# montgomery_digit_serial

<file path="config.mk">
export PLATFORM = sky130hd
export DESIGN_NAME = montgomery_digit_serial
export DESIGN_NICKNAME = d
export VERILOG_FILES = /design/src/rtl/params_pkg.sv /design/src/rtl/montgomery_digit_serial.sv
export SDC_FILE = /design/constraint.sdc
export NUM_CORES = 1
export LEC_CHECK = 0
export ABC_AREA = 0
export CORE_MARGIN = 3
export CORE_UTILIZATION = 45
export CTS_CLUSTER_DIAMETER = 60
export DETAILED_ROUTE_END_ITERATION = 7
export PLACE_DENSITY = 0.66
export SLEW_MARGIN = 15
export SYNTH_ARGS = -nofsm -noshare
export SYNTH_HDL_FRONTEND = slang
export SYNTH_SLANG_ARGS = --single-unit
</file>
<file path="constraint.sdc">
create_clock -name clk_i -period 14 [get_ports clk_i]
set_clock_uncertainty 0.05 [all_clocks]
set_input_delay 3.5 -clock clk_i [delete_from_list [all_inputs] [get_ports clk_i]]
set_output_delay 3.5 -clock clk_i [all_outputs]
set_load 0.01 [all_outputs]
</file>
<file path="src/rtl/params_pkg.sv">
// Shared datapath width for the modular-arithmetic blocks.
package params_pkg;
  localparam int DATA_LENGTH = 32;
endpackage

</file>
<file path="src/rtl/montgomery_digit_serial.sv">
// Digit-serial Montgomery multiplier: result = x*y*R^-1 mod m, R = 2^(DIGIT_W*N), N = ceil(m_bl/DIGIT_W).
// Define MONT_FINAL_SUB_EN to add the final conditional subtraction; otherwise result is lazily reduced to [0,2m).
module montgomery_digit_serial #(
  parameter int DATA_LENGTH = params_pkg::DATA_LENGTH,
  parameter int DIGIT_W     = 2,
  parameter int BL_W        = $clog2(DATA_LENGTH + 1)
) (
  input  logic                   clk_i,
  input  logic                   rst_ni,
  input  logic                   start_i,
  output logic                   ready_o,
  output logic                   busy_o,
  input  logic [DATA_LENGTH-1:0] x_i,
  input  logic [DATA_LENGTH-1:0] y_i,
  input  logic [DATA_LENGTH-1:0] m_i,
  input  logic [BL_W-1:0]        m_bl_i,
  input  logic [DIGIT_W-1:0]     m_prime_i,
  output logic [DATA_LENGTH-1:0] result_o,
  output logic                   valid_o,
  input  logic                   ready_i
);
  localparam int AW = DATA_LENGTH + DIGIT_W + 1;
  localparam int SW = AW + 1;

  typedef enum logic [1:0] {IDLE, CALC, SUB, DONE} state_e;
  state_e state_q, state_d;

  logic [DATA_LENGTH-1:0] x_q, y_q, m_q, res_q;
  logic [DIGIT_W-1:0]     mp_q;
  logic [AW-1:0]          a_q, a_d;
  logic [BL_W-1:0]        cnt_q, nm1_q;

  // Iteration count: bit length forced into [1, DATA_LENGTH], then ceil-divided by the digit width.
  logic [BL_W-1:0] bl_c, n_m1_c;
  logic [BL_W:0]   bl_sum;
  always_comb begin
    bl_c = m_bl_i;
    if (m_bl_i == '0)
      bl_c = BL_W'(1);
    else if (int'(m_bl_i) > DATA_LENGTH)
      bl_c = BL_W'(DATA_LENGTH);
  end
  assign bl_sum = {1'b0, bl_c} + (BL_W+1)'(DIGIT_W - 1);
  assign n_m1_c = BL_W'(bl_sum / (BL_W+1)'(DIGIT_W)) - BL_W'(1);

  // One Montgomery step; x_q is shifted down each cycle so its low digit is always the current one.
  logic [DIGIT_W-1:0] d_c, t_lo, q_c;
  logic [SW-1:0]      dy_c;
  logic               last_c;
  assign d_c    = x_q[DIGIT_W-1:0];
  assign dy_c   = SW'(d_c) * SW'(y_q);
  assign t_lo   = a_q[DIGIT_W-1:0] + dy_c[DIGIT_W-1:0];
  assign q_c    = t_lo * mp_q;
  assign a_d    = AW'((SW'(a_q) + dy_c + SW'(q_c) * SW'(m_q)) >> DIGIT_W);
  assign last_c = (cnt_q == nm1_q);

`ifdef MONT_FINAL_SUB_EN
  // A < 2m, so A - m fits in DATA_LENGTH bits whenever it is taken.
  logic                   ge_c;
  logic [DATA_LENGTH-1:0] res_d;
  assign ge_c  = (a_q >= AW'(m_q));
  assign res_d = ge_c ? (a_q[DATA_LENGTH-1:0] - m_q) : a_q[DATA_LENGTH-1:0];
`endif

  always_comb begin
    state_d = state_q;
    unique case (state_q)
      IDLE: if (start_i) state_d = CALC;
      CALC: if (last_c) begin
`ifdef MONT_FINAL_SUB_EN
        state_d = SUB;
`else
        state_d = DONE;
`endif
      end
      SUB:  state_d = DONE;
      DONE: if (ready_i) state_d = IDLE;
      default: state_d = IDLE;
    endcase
  end

  always_ff @(posedge clk_i) begin
    if (!rst_ni) begin
      state_q <= IDLE;
      x_q     <= '0;
      y_q     <= '0;
      m_q     <= '0;
      mp_q    <= '0;
      a_q     <= '0;
      cnt_q   <= '0;
      nm1_q   <= '0;
      res_q   <= '0;
    end else begin
      state_q <= state_d;
      unique case (state_q)
        IDLE: if (start_i) begin
          x_q   <= x_i;
          y_q   <= y_i;
          m_q   <= m_i;
          mp_q  <= m_prime_i;
          a_q   <= '0;
          cnt_q <= '0;
          nm1_q <= n_m1_c;
        end
        CALC: begin
          a_q   <= a_d;
          x_q   <= x_q >> DIGIT_W;
          cnt_q <= cnt_q + BL_W'(1);
`ifndef MONT_FINAL_SUB_EN
          if (last_c) res_q <= a_d[DATA_LENGTH-1:0];
`endif
        end
`ifdef MONT_FINAL_SUB_EN
        SUB: res_q <= res_d;
`endif
        default: ;
      endcase
    end
  end

  assign ready_o  = (state_q == IDLE);
  assign busy_o   = (state_q == CALC) || (state_q == SUB);
  assign valid_o  = (state_q == DONE);
  assign result_o = res_q;
endmodule

</file>
# perf_counter_bank

## src/rtl/perf_counter_bank.sv

```systemverilog
// Performance counter bank: per-channel level/edge event counters with sticky overflow,
// atomic snapshot into shadow registers and a two-state request/response readout port.
module perf_counter_bank #(
    parameter int unsigned NUM_CNT   = 8,
    parameter int unsigned CNT_WIDTH = 32,
    parameter bit          SATURATE  = 1'b0,
    parameter int unsigned SEL_W     = (NUM_CNT > 1) ? $clog2(NUM_CNT) : 1
) (
    input  logic                 clk,
    input  logic                 rst,
    input  logic [NUM_CNT-1:0]   event_i,
    input  logic [NUM_CNT-1:0]   mode_i,
    input  logic                 enable,
    input  logic                 clear,
    input  logic                 snapshot,
    input  logic                 rd_read,
    input  logic [SEL_W-1:0]     rd_sel,
    output logic                 rd_resp,
    output logic [CNT_WIDTH-1:0] rd_rdata,
    output logic                 rd_overflow,
    output logic [NUM_CNT-1:0]   overflow
);

    localparam logic [CNT_WIDTH-1:0] CNT_MAX = {CNT_WIDTH{1'b1}};

    typedef enum logic {
        ST_IDLE = 1'b0,
        ST_RESP = 1'b1
    } rd_state_e;

    logic [NUM_CNT-1:0][CNT_WIDTH-1:0] cnt_q;
    logic [NUM_CNT-1:0][CNT_WIDTH-1:0] cnt_d;
    logic [NUM_CNT-1:0][CNT_WIDTH-1:0] shadow_cnt_q;
    logic [NUM_CNT-1:0]                ovf_q;
    logic [NUM_CNT-1:0]                ovf_d;
    logic [NUM_CNT-1:0]                shadow_ovf_q;
    logic [NUM_CNT-1:0]                prev_q;
    logic [NUM_CNT-1:0]                arm_q;
    logic [NUM_CNT-1:0]                inc_c;

    rd_state_e                         state_q;
    logic                              rd_resp_q;
    logic [CNT_WIDTH-1:0]              rd_rdata_q;
    logic                              rd_ovf_q;
    logic [CNT_WIDTH-1:0]              sel_cnt_c;
    logic                              sel_ovf_c;

    // Next counter/overflow values; clear wins over a same-cycle increment.
    // arm_q blocks an edge-mode count until the event has been seen low since reset.
    always_comb begin
        cnt_d = cnt_q;
        ovf_d = ovf_q;
        inc_c = '0;
        for (int i = 0; i < int'(NUM_CNT); i++) begin
            inc_c[i] = enable & (mode_i[i] ? (event_i[i] & ~prev_q[i] & arm_q[i]) : event_i[i]);
            if (clear) begin
                cnt_d[i] = '0;
                ovf_d[i] = 1'b0;
            end else if (inc_c[i]) begin
                if (cnt_q[i] == CNT_MAX) begin
                    cnt_d[i] = SATURATE ? CNT_MAX : '0;
                    ovf_d[i] = 1'b1;
                end else begin
                    cnt_d[i] = cnt_q[i] + CNT_WIDTH'(1);
                end
            end
        end
    end

    always_ff @(posedge clk) begin
        if (!rst) begin
            cnt_q        <= '0;
            ovf_q        <= '0;
            shadow_cnt_q <= '0;
            shadow_ovf_q <= '0;
            prev_q       <= '0;
            arm_q        <= ~event_i;
        end else begin
            cnt_q  <= cnt_d;
            ovf_q  <= ovf_d;
            prev_q <= event_i;
            arm_q  <= arm_q | ~event_i;
            if (snapshot) begin
                shadow_cnt_q <= cnt_q;
                shadow_ovf_q <= ovf_q;
            end
        end
    end

    // Shadow read mux; an out-of-range select returns zero.
    always_comb begin
        sel_cnt_c = '0;
        sel_ovf_c = 1'b0;
        for (int i = 0; i < int'(NUM_CNT); i++) begin
            if (rd_sel == SEL_W'(i)) begin
                sel_cnt_c = shadow_cnt_q[i];
                sel_ovf_c = shadow_ovf_q[i];
            end
        end
    end

    always_ff @(posedge clk) begin
        if (!rst) begin
            state_q    <= ST_IDLE;
            rd_resp_q  <= 1'b0;
            rd_rdata_q <= '0;
            rd_ovf_q   <= 1'b0;
        end else begin
            rd_resp_q <= 1'b0;
            case (state_q)
                ST_IDLE: begin
                    if (rd_read) begin
                        rd_rdata_q <= sel_cnt_c;
                        rd_ovf_q   <= sel_ovf_c;
                        rd_resp_q  <= 1'b1;
                        state_q    <= ST_RESP;
                    end
                end
                ST_RESP: state_q <= ST_IDLE;
                default: state_q <= ST_IDLE;
            endcase
        end
    end

    assign rd_resp     = rd_resp_q;
    assign rd_rdata    = rd_rdata_q;
    assign rd_overflow = rd_ovf_q;
    assign overflow    = ovf_q;

endmodule

```

## config.mk

```make
export PLATFORM = sky130hd
export DESIGN_NAME = perf_counter_bank
export DESIGN_NICKNAME = d
export VERILOG_FILES = /design/src/rtl/perf_counter_bank.sv
export SDC_FILE = /design/constraint.sdc
export NUM_CORES = 1
export LEC_CHECK = 0
export CAP_MARGIN = 15
export CORE_MARGIN = 5
export CORE_UTILIZATION = 55
export DETAILED_ROUTE_END_ITERATION = 8
export PLACE_DENSITY = 0.79
export SYNTH_ARGS = -nofsm -noshare
export SYNTH_HDL_FRONTEND = slang
export SYNTH_SLANG_ARGS = --single-unit
```

## constraint.sdc

```tcl
create_clock -name clk -period 2.5 [get_ports clk]
set_input_delay 0.5 -clock clk [delete_from_list [all_inputs] [get_ports clk]]
set_output_delay 0.5 -clock clk [all_outputs]
set_load 0.005 [all_outputs]
```

# seq_tx_1011_flat

$ cat src/rtl/seq_tx_pkg.sv
// Shared state encoding, counter width and default frame constants for the 1011 serial transmitter.
// The GAP state exists only when SEQ_TX_GAP_EN is defined.
package seq_tx_pkg;

    localparam int unsigned WIDTH_DEFAULT   = 4;
    localparam int unsigned GAP_DEFAULT     = 2;
    localparam logic [15:0] PATTERN_DEFAULT = 16'b1011;

    // Bit index (WIDTH-1 <= 15), gap length (<= 15) and frame count all fit in 4 bits
    localparam int unsigned CTR_W = 4;

    typedef enum logic [1:0] {
        ST_IDLE = 2'd0,
        ST_SEND = 2'd1,
        ST_DONE = 2'd2
`ifdef SEQ_TX_GAP_EN
        ,
        ST_GAP  = 2'd3
`endif
    } state_e;

endpackage

$ cat src/rtl/seq_tx_if.sv
// Control and serial-output bundle of the transmitter; master drives requests, slave is the transmitter.
// Clock and reset stay outside the bundle as plain ports.
interface seq_tx_if;
    logic       start;
    logic [3:0] reps;
    logic       abort;
    logic       sig;
    logic       sig_valid;
    logic       busy;
    logic       done;

    modport master (
        output start, reps, abort,
        input  sig, sig_valid, busy, done
    );

    modport slave (
        input  start, reps, abort,
        output sig, sig_valid, busy, done
    );
endinterface

$ cat src/rtl/seq_tx_ctr.sv
// Loadable down-counter with zero flag; load has priority and decrement saturates at zero.
// Used for the pattern bit index and, when compiled in, the inter-frame gap.
module seq_tx_ctr #(
    parameter int unsigned W = 4
) (
    input  logic         clk,
    input  logic         rst,
    input  logic         load,
    input  logic [W-1:0] load_val,
    input  logic         dec,
    output logic [W-1:0] cnt,
    output logic         zero
);

    logic [W-1:0] cnt_q;
    logic [W-1:0] cnt_d;

    always_comb begin
        cnt_d = cnt_q;
        if (load) begin
            cnt_d = load_val;
        end else if (dec && (cnt_q != '0)) begin
            cnt_d = cnt_q - 1'b1;
        end
    end

    always_ff @(posedge clk or posedge rst) begin
        if (rst) begin
            cnt_q <= '0;
        end else begin
            cnt_q <= cnt_d;
        end
    end

    assign cnt  = cnt_q;
    assign zero = (cnt_q == '0);

endmodule

$ cat src/rtl/seq_tx_1011.sv
// Burst transmitter of a WIDTH-bit PATTERN (MSB first), reps frames per start; Moore outputs only.
// SEQ_TX_GAP_EN inserts GAP idle-zero bits between frames; without it frames go back-to-back.
module seq_tx_1011
    import seq_tx_pkg::*;
#(
    parameter logic [15:0] PATTERN = PATTERN_DEFAULT,
    parameter int unsigned WIDTH   = WIDTH_DEFAULT,
    parameter int unsigned GAP     = GAP_DEFAULT
) (
    input  logic         clk,
    input  logic         rst,
    seq_tx_if.slave      bus
);

    if ((WIDTH < 2) || (WIDTH > 16)) begin : g_bad_width
        $error("seq_tx_1011: WIDTH must be in 2..16");
    end
    if ((GAP < 1) || (GAP > 15)) begin : g_bad_gap
        $error("seq_tx_1011: GAP must be in 1..15");
    end

    localparam logic [CTR_W-1:0] IDX_LOAD = CTR_W'(WIDTH - 1);

    state_e           state_q;
    state_e           state_d;
    logic [CTR_W-1:0] rem_q;
    logic [CTR_W-1:0] rem_d;

    logic             idx_load;
    logic             idx_dec;
    logic             idx_zero;
    logic [CTR_W-1:0] idx;

    seq_tx_ctr #(.W(CTR_W)) u_idx_ctr (
        .clk      (clk),
        .rst      (rst),
        .load     (idx_load),
        .load_val (IDX_LOAD),
        .dec      (idx_dec),
        .cnt      (idx),
        .zero     (idx_zero)
    );

`ifdef SEQ_TX_GAP_EN
    localparam logic [CTR_W-1:0] GAP_LOAD = CTR_W'(GAP - 1);

    logic             gap_load;
    logic             gap_dec;
    logic             gap_zero;
    logic [CTR_W-1:0] gap_cnt_unused;

    seq_tx_ctr #(.W(CTR_W)) u_gap_ctr (
        .clk      (clk),
        .rst      (rst),
        .load     (gap_load),
        .load_val (GAP_LOAD),
        .dec      (gap_dec),
        .cnt      (gap_cnt_unused),
        .zero     (gap_zero)
    );
`endif

    always_comb begin
        state_d  = state_q;
        rem_d    = rem_q;
        idx_load = 1'b0;
        idx_dec  = 1'b0;
`ifdef SEQ_TX_GAP_EN
        gap_load = 1'b0;
        gap_dec  = 1'b0;
`endif
        case (state_q)
            ST_IDLE: begin
                // abort beats start when both arrive in IDLE
                if (bus.start && !bus.abort) begin
                    if (bus.reps != '0) begin
                        rem_d    = bus.reps;
                        idx_load = 1'b1;
                        state_d  = ST_SEND;
                    end else begin
                        state_d  = ST_DONE;
                    end
                end
            end
            ST_SEND: begin
                if (bus.abort) begin
                    rem_d   = '0;
                    state_d = ST_IDLE;
                end else if (idx_zero) begin
                    if (rem_q != '0) begin
                        rem_d = rem_q - 1'b1;
                    end
                    if (rem_q <= CTR_W'(1)) begin
                        state_d = ST_DONE;
                    end else begin
`ifdef SEQ_TX_GAP_EN
                        gap_load = 1'b1;
                        state_d  = ST_GAP;
`else
                        idx_load = 1'b1;
`endif
                    end
                end else begin
                    idx_dec = 1'b1;
                end
            end
`ifdef SEQ_TX_GAP_EN
            ST_GAP: begin
                if (bus.abort) begin
                    rem_d   = '0;
                    state_d = ST_IDLE;
                end else if (gap_zero) begin
                    idx_load = 1'b1;
                    state_d  = ST_SEND;
                end else begin
                    gap_dec = 1'b1;
                end
            end
`endif
            ST_DONE: begin
                state_d = ST_IDLE;
            end
            default: begin
                state_d = ST_IDLE;
            end
        endcase
    end

    always_ff @(posedge clk or posedge rst) begin
        if (rst) begin
            state_q <= ST_IDLE;
            rem_q   <= '0;
        end else begin
            state_q <= state_d;
            rem_q   <= rem_d;
        end
    end

    assign bus.sig_valid = (state_q == ST_SEND);
    assign bus.sig       = (state_q == ST_SEND) && PATTERN[idx];
    assign bus.busy      = (state_q != ST_IDLE);
    assign bus.done      = (state_q == ST_DONE);

endmodule

$ cat src/flat_wrapper.sv
// flat-port wrapper written by rule: the top's interface ports become plain ports
module seq_tx_1011_flat import seq_tx_pkg::*;
#(
    parameter logic [15:0] PATTERN = PATTERN_DEFAULT,
    parameter int unsigned WIDTH   = WIDTH_DEFAULT,
    parameter int unsigned GAP     = GAP_DEFAULT
)
  (clk, rst, bus_start, bus_reps, bus_abort, bus_sig, bus_sig_valid, bus_busy, bus_done);
  seq_tx_if bus_i ();
  input  logic clk;
  input  logic rst;
  input wire logic [$bits(bus_i.start)-1:0] bus_start;
  input wire logic [$bits(bus_i.reps)-1:0] bus_reps;
  input wire logic [$bits(bus_i.abort)-1:0] bus_abort;
  output wire logic [$bits(bus_i.sig)-1:0] bus_sig;
  output wire logic [$bits(bus_i.sig_valid)-1:0] bus_sig_valid;
  output wire logic [$bits(bus_i.busy)-1:0] bus_busy;
  output wire logic [$bits(bus_i.done)-1:0] bus_done;
  assign bus_i.start = bus_start;
  assign bus_i.reps = bus_reps;
  assign bus_i.abort = bus_abort;
  assign bus_sig = bus_i.sig;
  assign bus_sig_valid = bus_i.sig_valid;
  assign bus_busy = bus_i.busy;
  assign bus_done = bus_i.done;
  seq_tx_1011 #(.PATTERN(PATTERN), .WIDTH(WIDTH), .GAP(GAP)) u_core (.clk(clk), .rst(rst), .bus(bus_i));
endmodule
$ cat config.mk
export PLATFORM = sky130hd
export DESIGN_NAME = seq_tx_1011_flat
export DESIGN_NICKNAME = d
export VERILOG_FILES = /design/src/rtl/seq_tx_pkg.sv /design/src/rtl/seq_tx_if.sv /design/src/rtl/seq_tx_ctr.sv /design/src/rtl/seq_tx_1011.sv /design/src/flat_wrapper.sv
export SDC_FILE = /design/constraint.sdc
export NUM_CORES = 1
export LEC_CHECK = 0
export ABC_AREA = 1
export CORE_MARGIN = 1.5
export CORE_UTILIZATION = 30
export DETAILED_ROUTE_END_ITERATION = 8
export PLACE_DENSITY = 0.62
export SLEW_MARGIN = 20
export SYNTH_ARGS = -nofsm -noshare
export SYNTH_HDL_FRONTEND = slang
export SYNTH_SLANG_ARGS = --single-unit
$ cat constraint.sdc
create_clock -name clk -period 3.83 [get_ports clk]
set_input_delay 1.149 -clock clk [delete_from_list [all_inputs] [get_ports clk]]
set_output_delay 1.149 -clock clk [all_outputs]
set_load 0.005 [all_outputs]
**perf_counter_bank: metal layers overlaid**

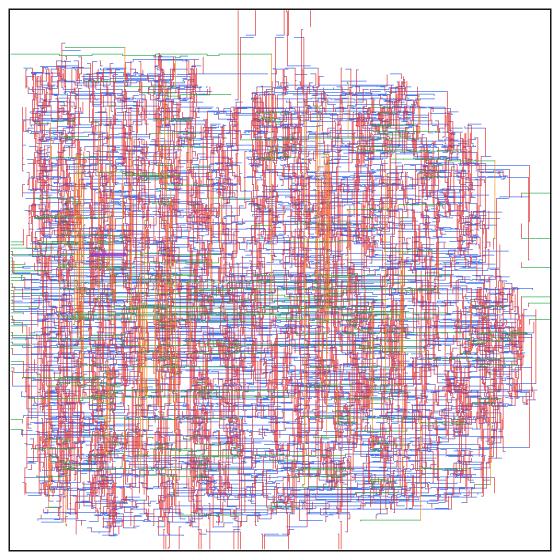
Key: met3 = green [wire length 4980 µm]; met2 = red [wire length 31.9 mm]; met1 = blue [wire length 30.5 mm]; met5 = purple [wire length 13.8 µm]; met4 = orange [wire length 3260 µm]

==> run_results.csv, perf_counter_bank <==
group,metric,value,unit
status,status,"finished, final reports clean",
logic_synthesis,ys.flops,578,
pwr,p_leak,10.66,nW
final_timing,finalCritPeriodShare,88.09,%
logic_synthesis,floorplan.nets,2773,
finish,seq_cell_count,578,
logic_synthesis,xor_area_share,7.207,%
logic_synthesis,yosysUniqueCellTypes,69,
grt,gr-usage-all-layers,26.75,%
floorplan,io_pins,67,
drt,first_iter_violations,1929,
setup_path,cp_max_fo,22,
setup_path,crit_required,3010,ps
setup_path,crit_chain,"and4_1, nand3_1, or4_4, o21ai_2, buf_4, nor2_1",
logic_synthesis,simple_gate_share,22.72,%
setup_path,critPathKind,"flop to flop",
setup_path,cp_slowest_cell,"or4_4",
finish,buf_share,5.724,%
setup_path,worst-path-buf-inv,1,
final_timing,tightestPinTransition,1031,ps
final_timing,fin_worst_skew,26.51,ps
finish,clock_area_share,6.359,%
final_timing,grt_setup_unrepaired,"false",
logic_synthesis,synth.most_common_cell,"dfxtp_1",
logic_synthesis,edf_count,0,
drt,firstDrtPassIters,7,
logic_synthesis,synth-async-reset-ratio,0,%
clock_network,cts.path.max_buffers,3,
finish,lay_top_count,"dfxtp_1",
grt,globalRouteMet2Util,42.59,%
grt,globalRouteMet1Util,36.14,%
clock_network,clkSlewWorstSetupHoldPaths,60,ps
logic_synthesis,syn_area_per_cell,9.447,µm²
floorplan,chipHeight,226.9,µm
finish,final_net_count,2842,
finish,sh_comb_area,45.84,%
grt,use_met3,4.578,%
place,finalWeightedCongestion,0.9606,
floorplan,rows,79,
clock_network,cts_tree,"done",
run,maxCapViolations,0,
drt,vias_per_cell,5.938,
setup_path,end_kind,"flop",
[perf_counter_bank: routing by layer]
layer,share of wire [%],vias up
met5,0.018,-
met4,4.6,2
met3,7.0,161
met2,45,756
met1,43,9851
li1,-,9765
[perf_counter_bank: worst paths after layout]
check        cells after the start        from  slack [ps]    endpoint
max                              6  cnt_q[181]         300  cnt_q[182]
min                              3         rst         270    arm_q[5]
max reg2reg                      6  cnt_q[181]         300  cnt_q[182]
min reg2reg                      2    arm_q[6]         450    arm_q[6]
[perf_counter_bank: worst register-to-register path, delay by kind of cell (launching register included)]
kind            cells  cell delay, ps
compound gates      1             150
flops               1             420
buf+inv             1             270
simple gates        4            1250
[perf_counter_bank: stage by stage]
stage	cell area, µm²	hold WS, ps	cells	TNS [ps]	setup slack [ps]
2_1_floorplan	25880	422.6	2740	0	478.0
3_3_place_gp	27660	434.1	3357	-293.7	-51.94
3_5_place_dp	27660	437.7	3357	-1031	-81.67
4_1_cts	29530	236.7	3458	0	305.5
5_1_grt	29530	274.2	3458	0	163.5
6_report	29530	272.5	3458	0	297.8
[perf_counter_bank: where the power goes]
group	switching (W)	internal [W]
combinational	0.000515	0.000358
sequential	0.0000258	0.00924
clock	0.00367	0.00494
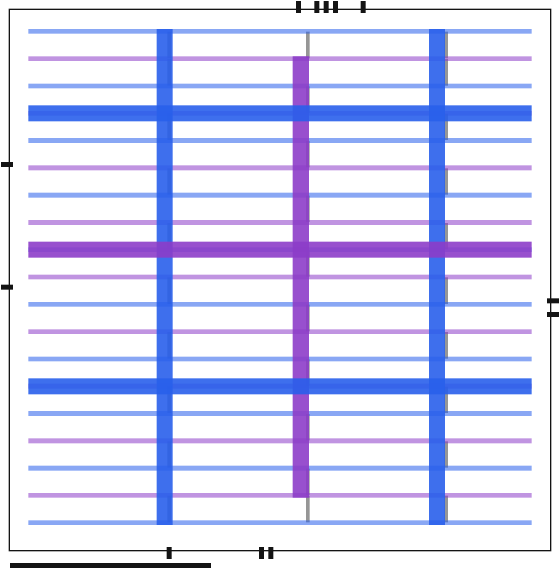
**Above:** seq_tx_1011_flat (floorplan with the power grid).
Bar = 20 µm. Pins as bars on the die edge. Tap cells in gray.
Key: VDD = purple; VSS = blue
3 straps on met5. 30 tap cells. 12 signal pins sit on the boundary. 3 straps on met4.

==> run_results.csv, seq_tx_1011_flat <==
group,metric,value,unit
pwr,pwr-share-comb,50.8,%
logic_synthesis,top_logic_kind,"simple AND/OR/NAND/NOR gates",
status,status,"finished, final reports clean",
clock_network,cts_setup_buffers,0,
pwr,comb_cell_power,0.000279,W
setup_path,max_stage_delay,550,ps
clock_network,worstSkewPairLatency,270,ps
final_timing,fin_setup_tns,0,ps
grt,grt_pass1_vias,728,
pwr,pg_clk,0.0000952,W
pwr,p_int,0.0003074,W
final_timing,finalCritPeriodShare,74.22,%
clock_network,cts_tree,"done",
clock_network,clkSlewWorstSetupHoldPaths,60,ps
place,placed_cell_area,922.1,µm²
finish,drive_gt1_share,15.20,%
setup_path,worst-path-buf-inv,2,
final_timing,setup_violations,0,
floorplan,core,2455,µm²
grt,gr-usage-all-layers,14.00,%
pwr,seq_power_share,31.9,%
logic_synthesis,xor_area_share,1.131,%
setup_path,cp_top_family,"buffers and inverters",
==> seq_tx_1011_flat: worst reg2reg max path, cell delays in order (launching register included) <==
cell and delay (ps):
dfrtp_1 380, inv_1 120, ha_1 240, nand3_2 230
o21ai_2 280, nand2_2 110, nand2_1 70, nand2_1 50
==> seq_tx_1011_flat: metrics by stage <==
step,util (%),cells,power [W]
finish,39.04,155,0.0005500
global route,39.04,155,0.0006018
CTS,39.04,155,0.0005550
detailed placement,37.56,151,0.0004576
global placement,37.56,151,0.0004433
floorplan,-,110,0.0003724
==> seq_tx_1011_flat: state kept, by name (all words and copies together) (netlist names) <==
name                  cells
u_core.u_idx_ctr.cnt      4
u_core.rem_q              4
u_core.state_q            2
==> seq_tx_1011_flat: final cells by class <==
type	instances	area share, %
timing repair buffer	11	11.49
multi-input combinational	83	48.04
sequential	10	26.11
clock buffer	4	3.786
tap	30	3.916
inverter	17	6.658
==> seq_tx_1011_flat: routing by layer <==
layer  vias up  part of all wire [%]  wire (µm)  track usage, %
met5         -                     0          0               0
met2        15                    53        916           27.24
met1       354                    43        741           15.17
met4         0                   1.4         25           6.410
met3         3                   3.1         53          0.8333
li1        377                     -          -               -
**montgomery_digit_serial: floorplan with the power grid**

Bar = 50 µm. Pins as bars on the die edge. Tap cells in gray.
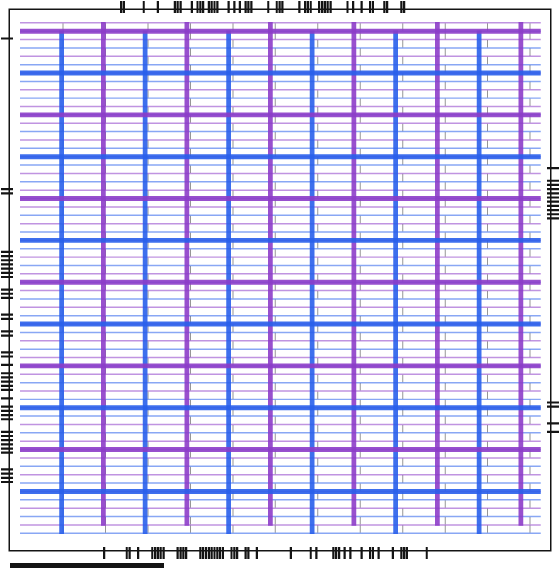
Key: VDD = purple; VSS = blue
378 tap cells. 12 straps on met4. 62 met1 rails follow the rows.

**montgomery_digit_serial: congestion heat map**

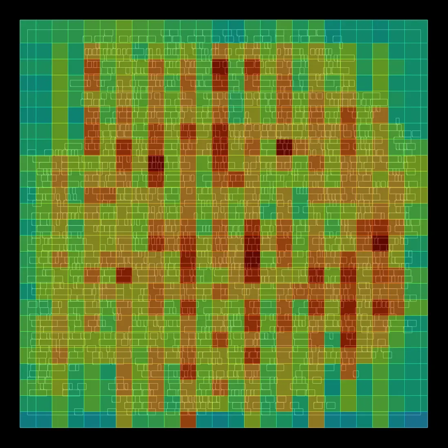
met3 Resource Use GR: 3.480%
fin util: 54.22%

==> run_results.csv, montgomery_digit_serial <==
group,metric,value,unit
logic_synthesis,xor_area_share,5.079,%
status,status,"finished, final reports clean",
logic_synthesis,ys.flops,178,
final_timing,grt_setup_unrepaired,"false",
setup_path,max_stage_delay,930,ps
logic_synthesis,synthesis.area,12930,µm²
logic_synthesis,synth_stat.cells,1610,
setup_path,crit_top_cell,"fa_1",
finish,sh_comb_area,55.99,%
pwr,switchingPower,0.0007279,W
drt,vias_per_cell,5.311,
logic_synthesis,ys_chip_area,12930,µm²
logic_synthesis,yosysUniqueCellTypes,73,
clock_network,cts_hold_buf,0,
logic_synthesis,edf_count,0,
clock_network,cts_buffers,17,
setup_path,critPathKind,"flop to flop",
clock_network,post_cts_resized,0,
drt,vias,11069,
finish,buffers_excl_clock,152,
logic_synthesis,synth.most_common_cell,"nand2_1",
finish,drive_gt1_share,4.103,%
setup_path,cp_max_fo,34,
grt,grt_pass1_wl,53760,µm
floorplan,chipWidth,175.5,µm
pwr,p_sw_share,39.60,%
finish,comb.multi_input.count,1202,
pwr,powerDensity,120.7,nW/µm²
floorplan,chipHeight,175.5,µm
setup_path,rr_worst_depth,17,
finish,seq_cell_count,178,
montgomery_digit_serial: worst register-to-register path, delay by kind of cell, from the launching register on:
family	cells	cell delay [ps]
adders and majority gates	4	2230
and+or+nand+nor	4	820
xor gates and xnor gates	1	570
AOI/OAI and AO/OA	8	1940
DFF	1	930
montgomery_digit_serial: through the flow:
stage	power (W)	util, %	cell area [µm²]
after floorplan	0.001133	-	12930
after global placement	0.001332	51.96	14600
after detailed placement	0.001341	51.96	14600
after CTS	0.001855	54.22	15230
after global routing	0.001959	54.22	15230
final	0.001838	54.22	15230
montgomery_digit_serial: sequential cells by signal (all words and copies together), names as in the netlist:
signal    count
nm1_q         6
a_q          34
cnt_q         6
mp_q          2
result_o     32
m_q          32
x_q          32
y_q          32
state_q       2
montgomery_digit_serial: how the worst min path moves through the flow:
stage                     slack (ps)           to         from  cells after the start
after detailed placement         400      a_q[33]      a_q[33]                      2
final                            410  result_o[6]  result_o[6]                      2
after global routing             440  result_o[8]  result_o[8]                      2
after global placement           390      a_q[33]      a_q[33]                      2
after CTS                        410  result_o[6]  result_o[6]                      2
after floorplan                  380      a_q[31]      a_q[31]                      2


==> layout pictures side by side <==
Clock network drawn from the DEF.
Plate I
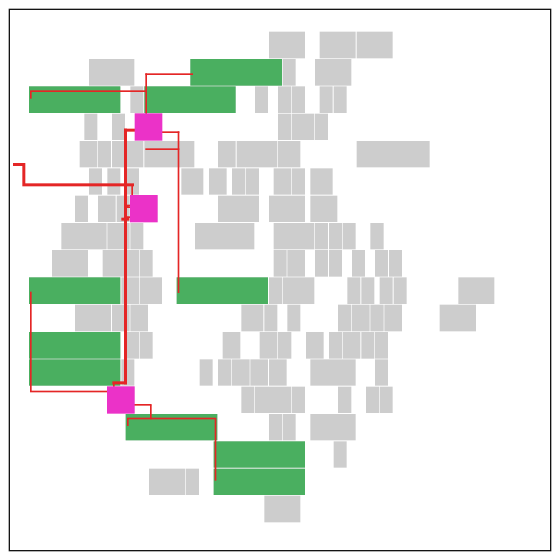
Plate II
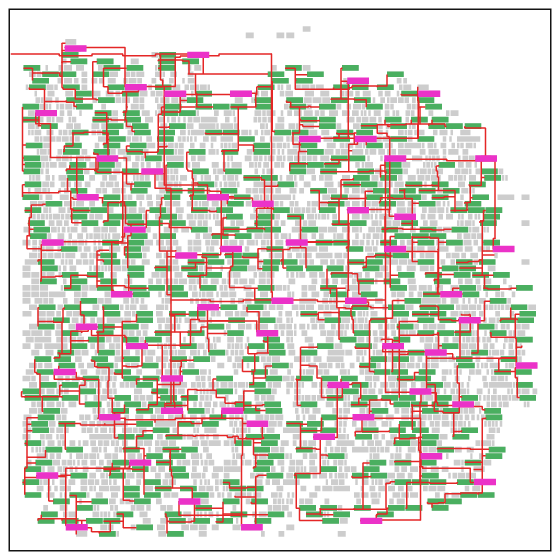
Plate III
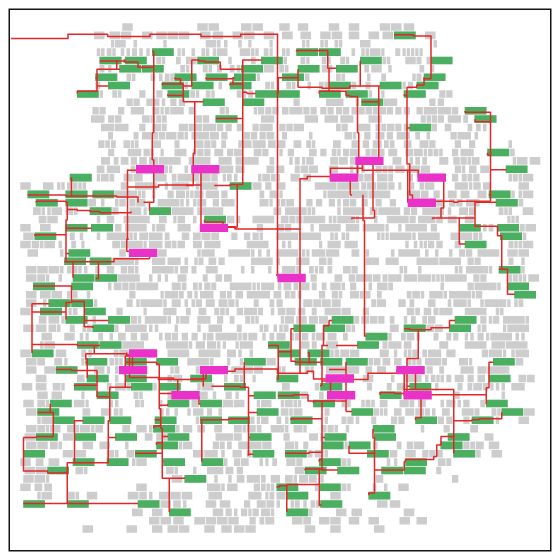
The one with the most sequential cells is Plate II.
- Plate I = seq_tx_1011_flat
- Plate III = montgomery_digit_serial
- Plate II = perf_counter_bank

Key to Plate II:
Key: cells driving clock nets = magenta [count 57]; clock wires = red [length 6750 µm]; flip-flops = green [count 578]
There are 58 routed clock nets.

No activity file was given, so power comes from the tool's default toggle rates.
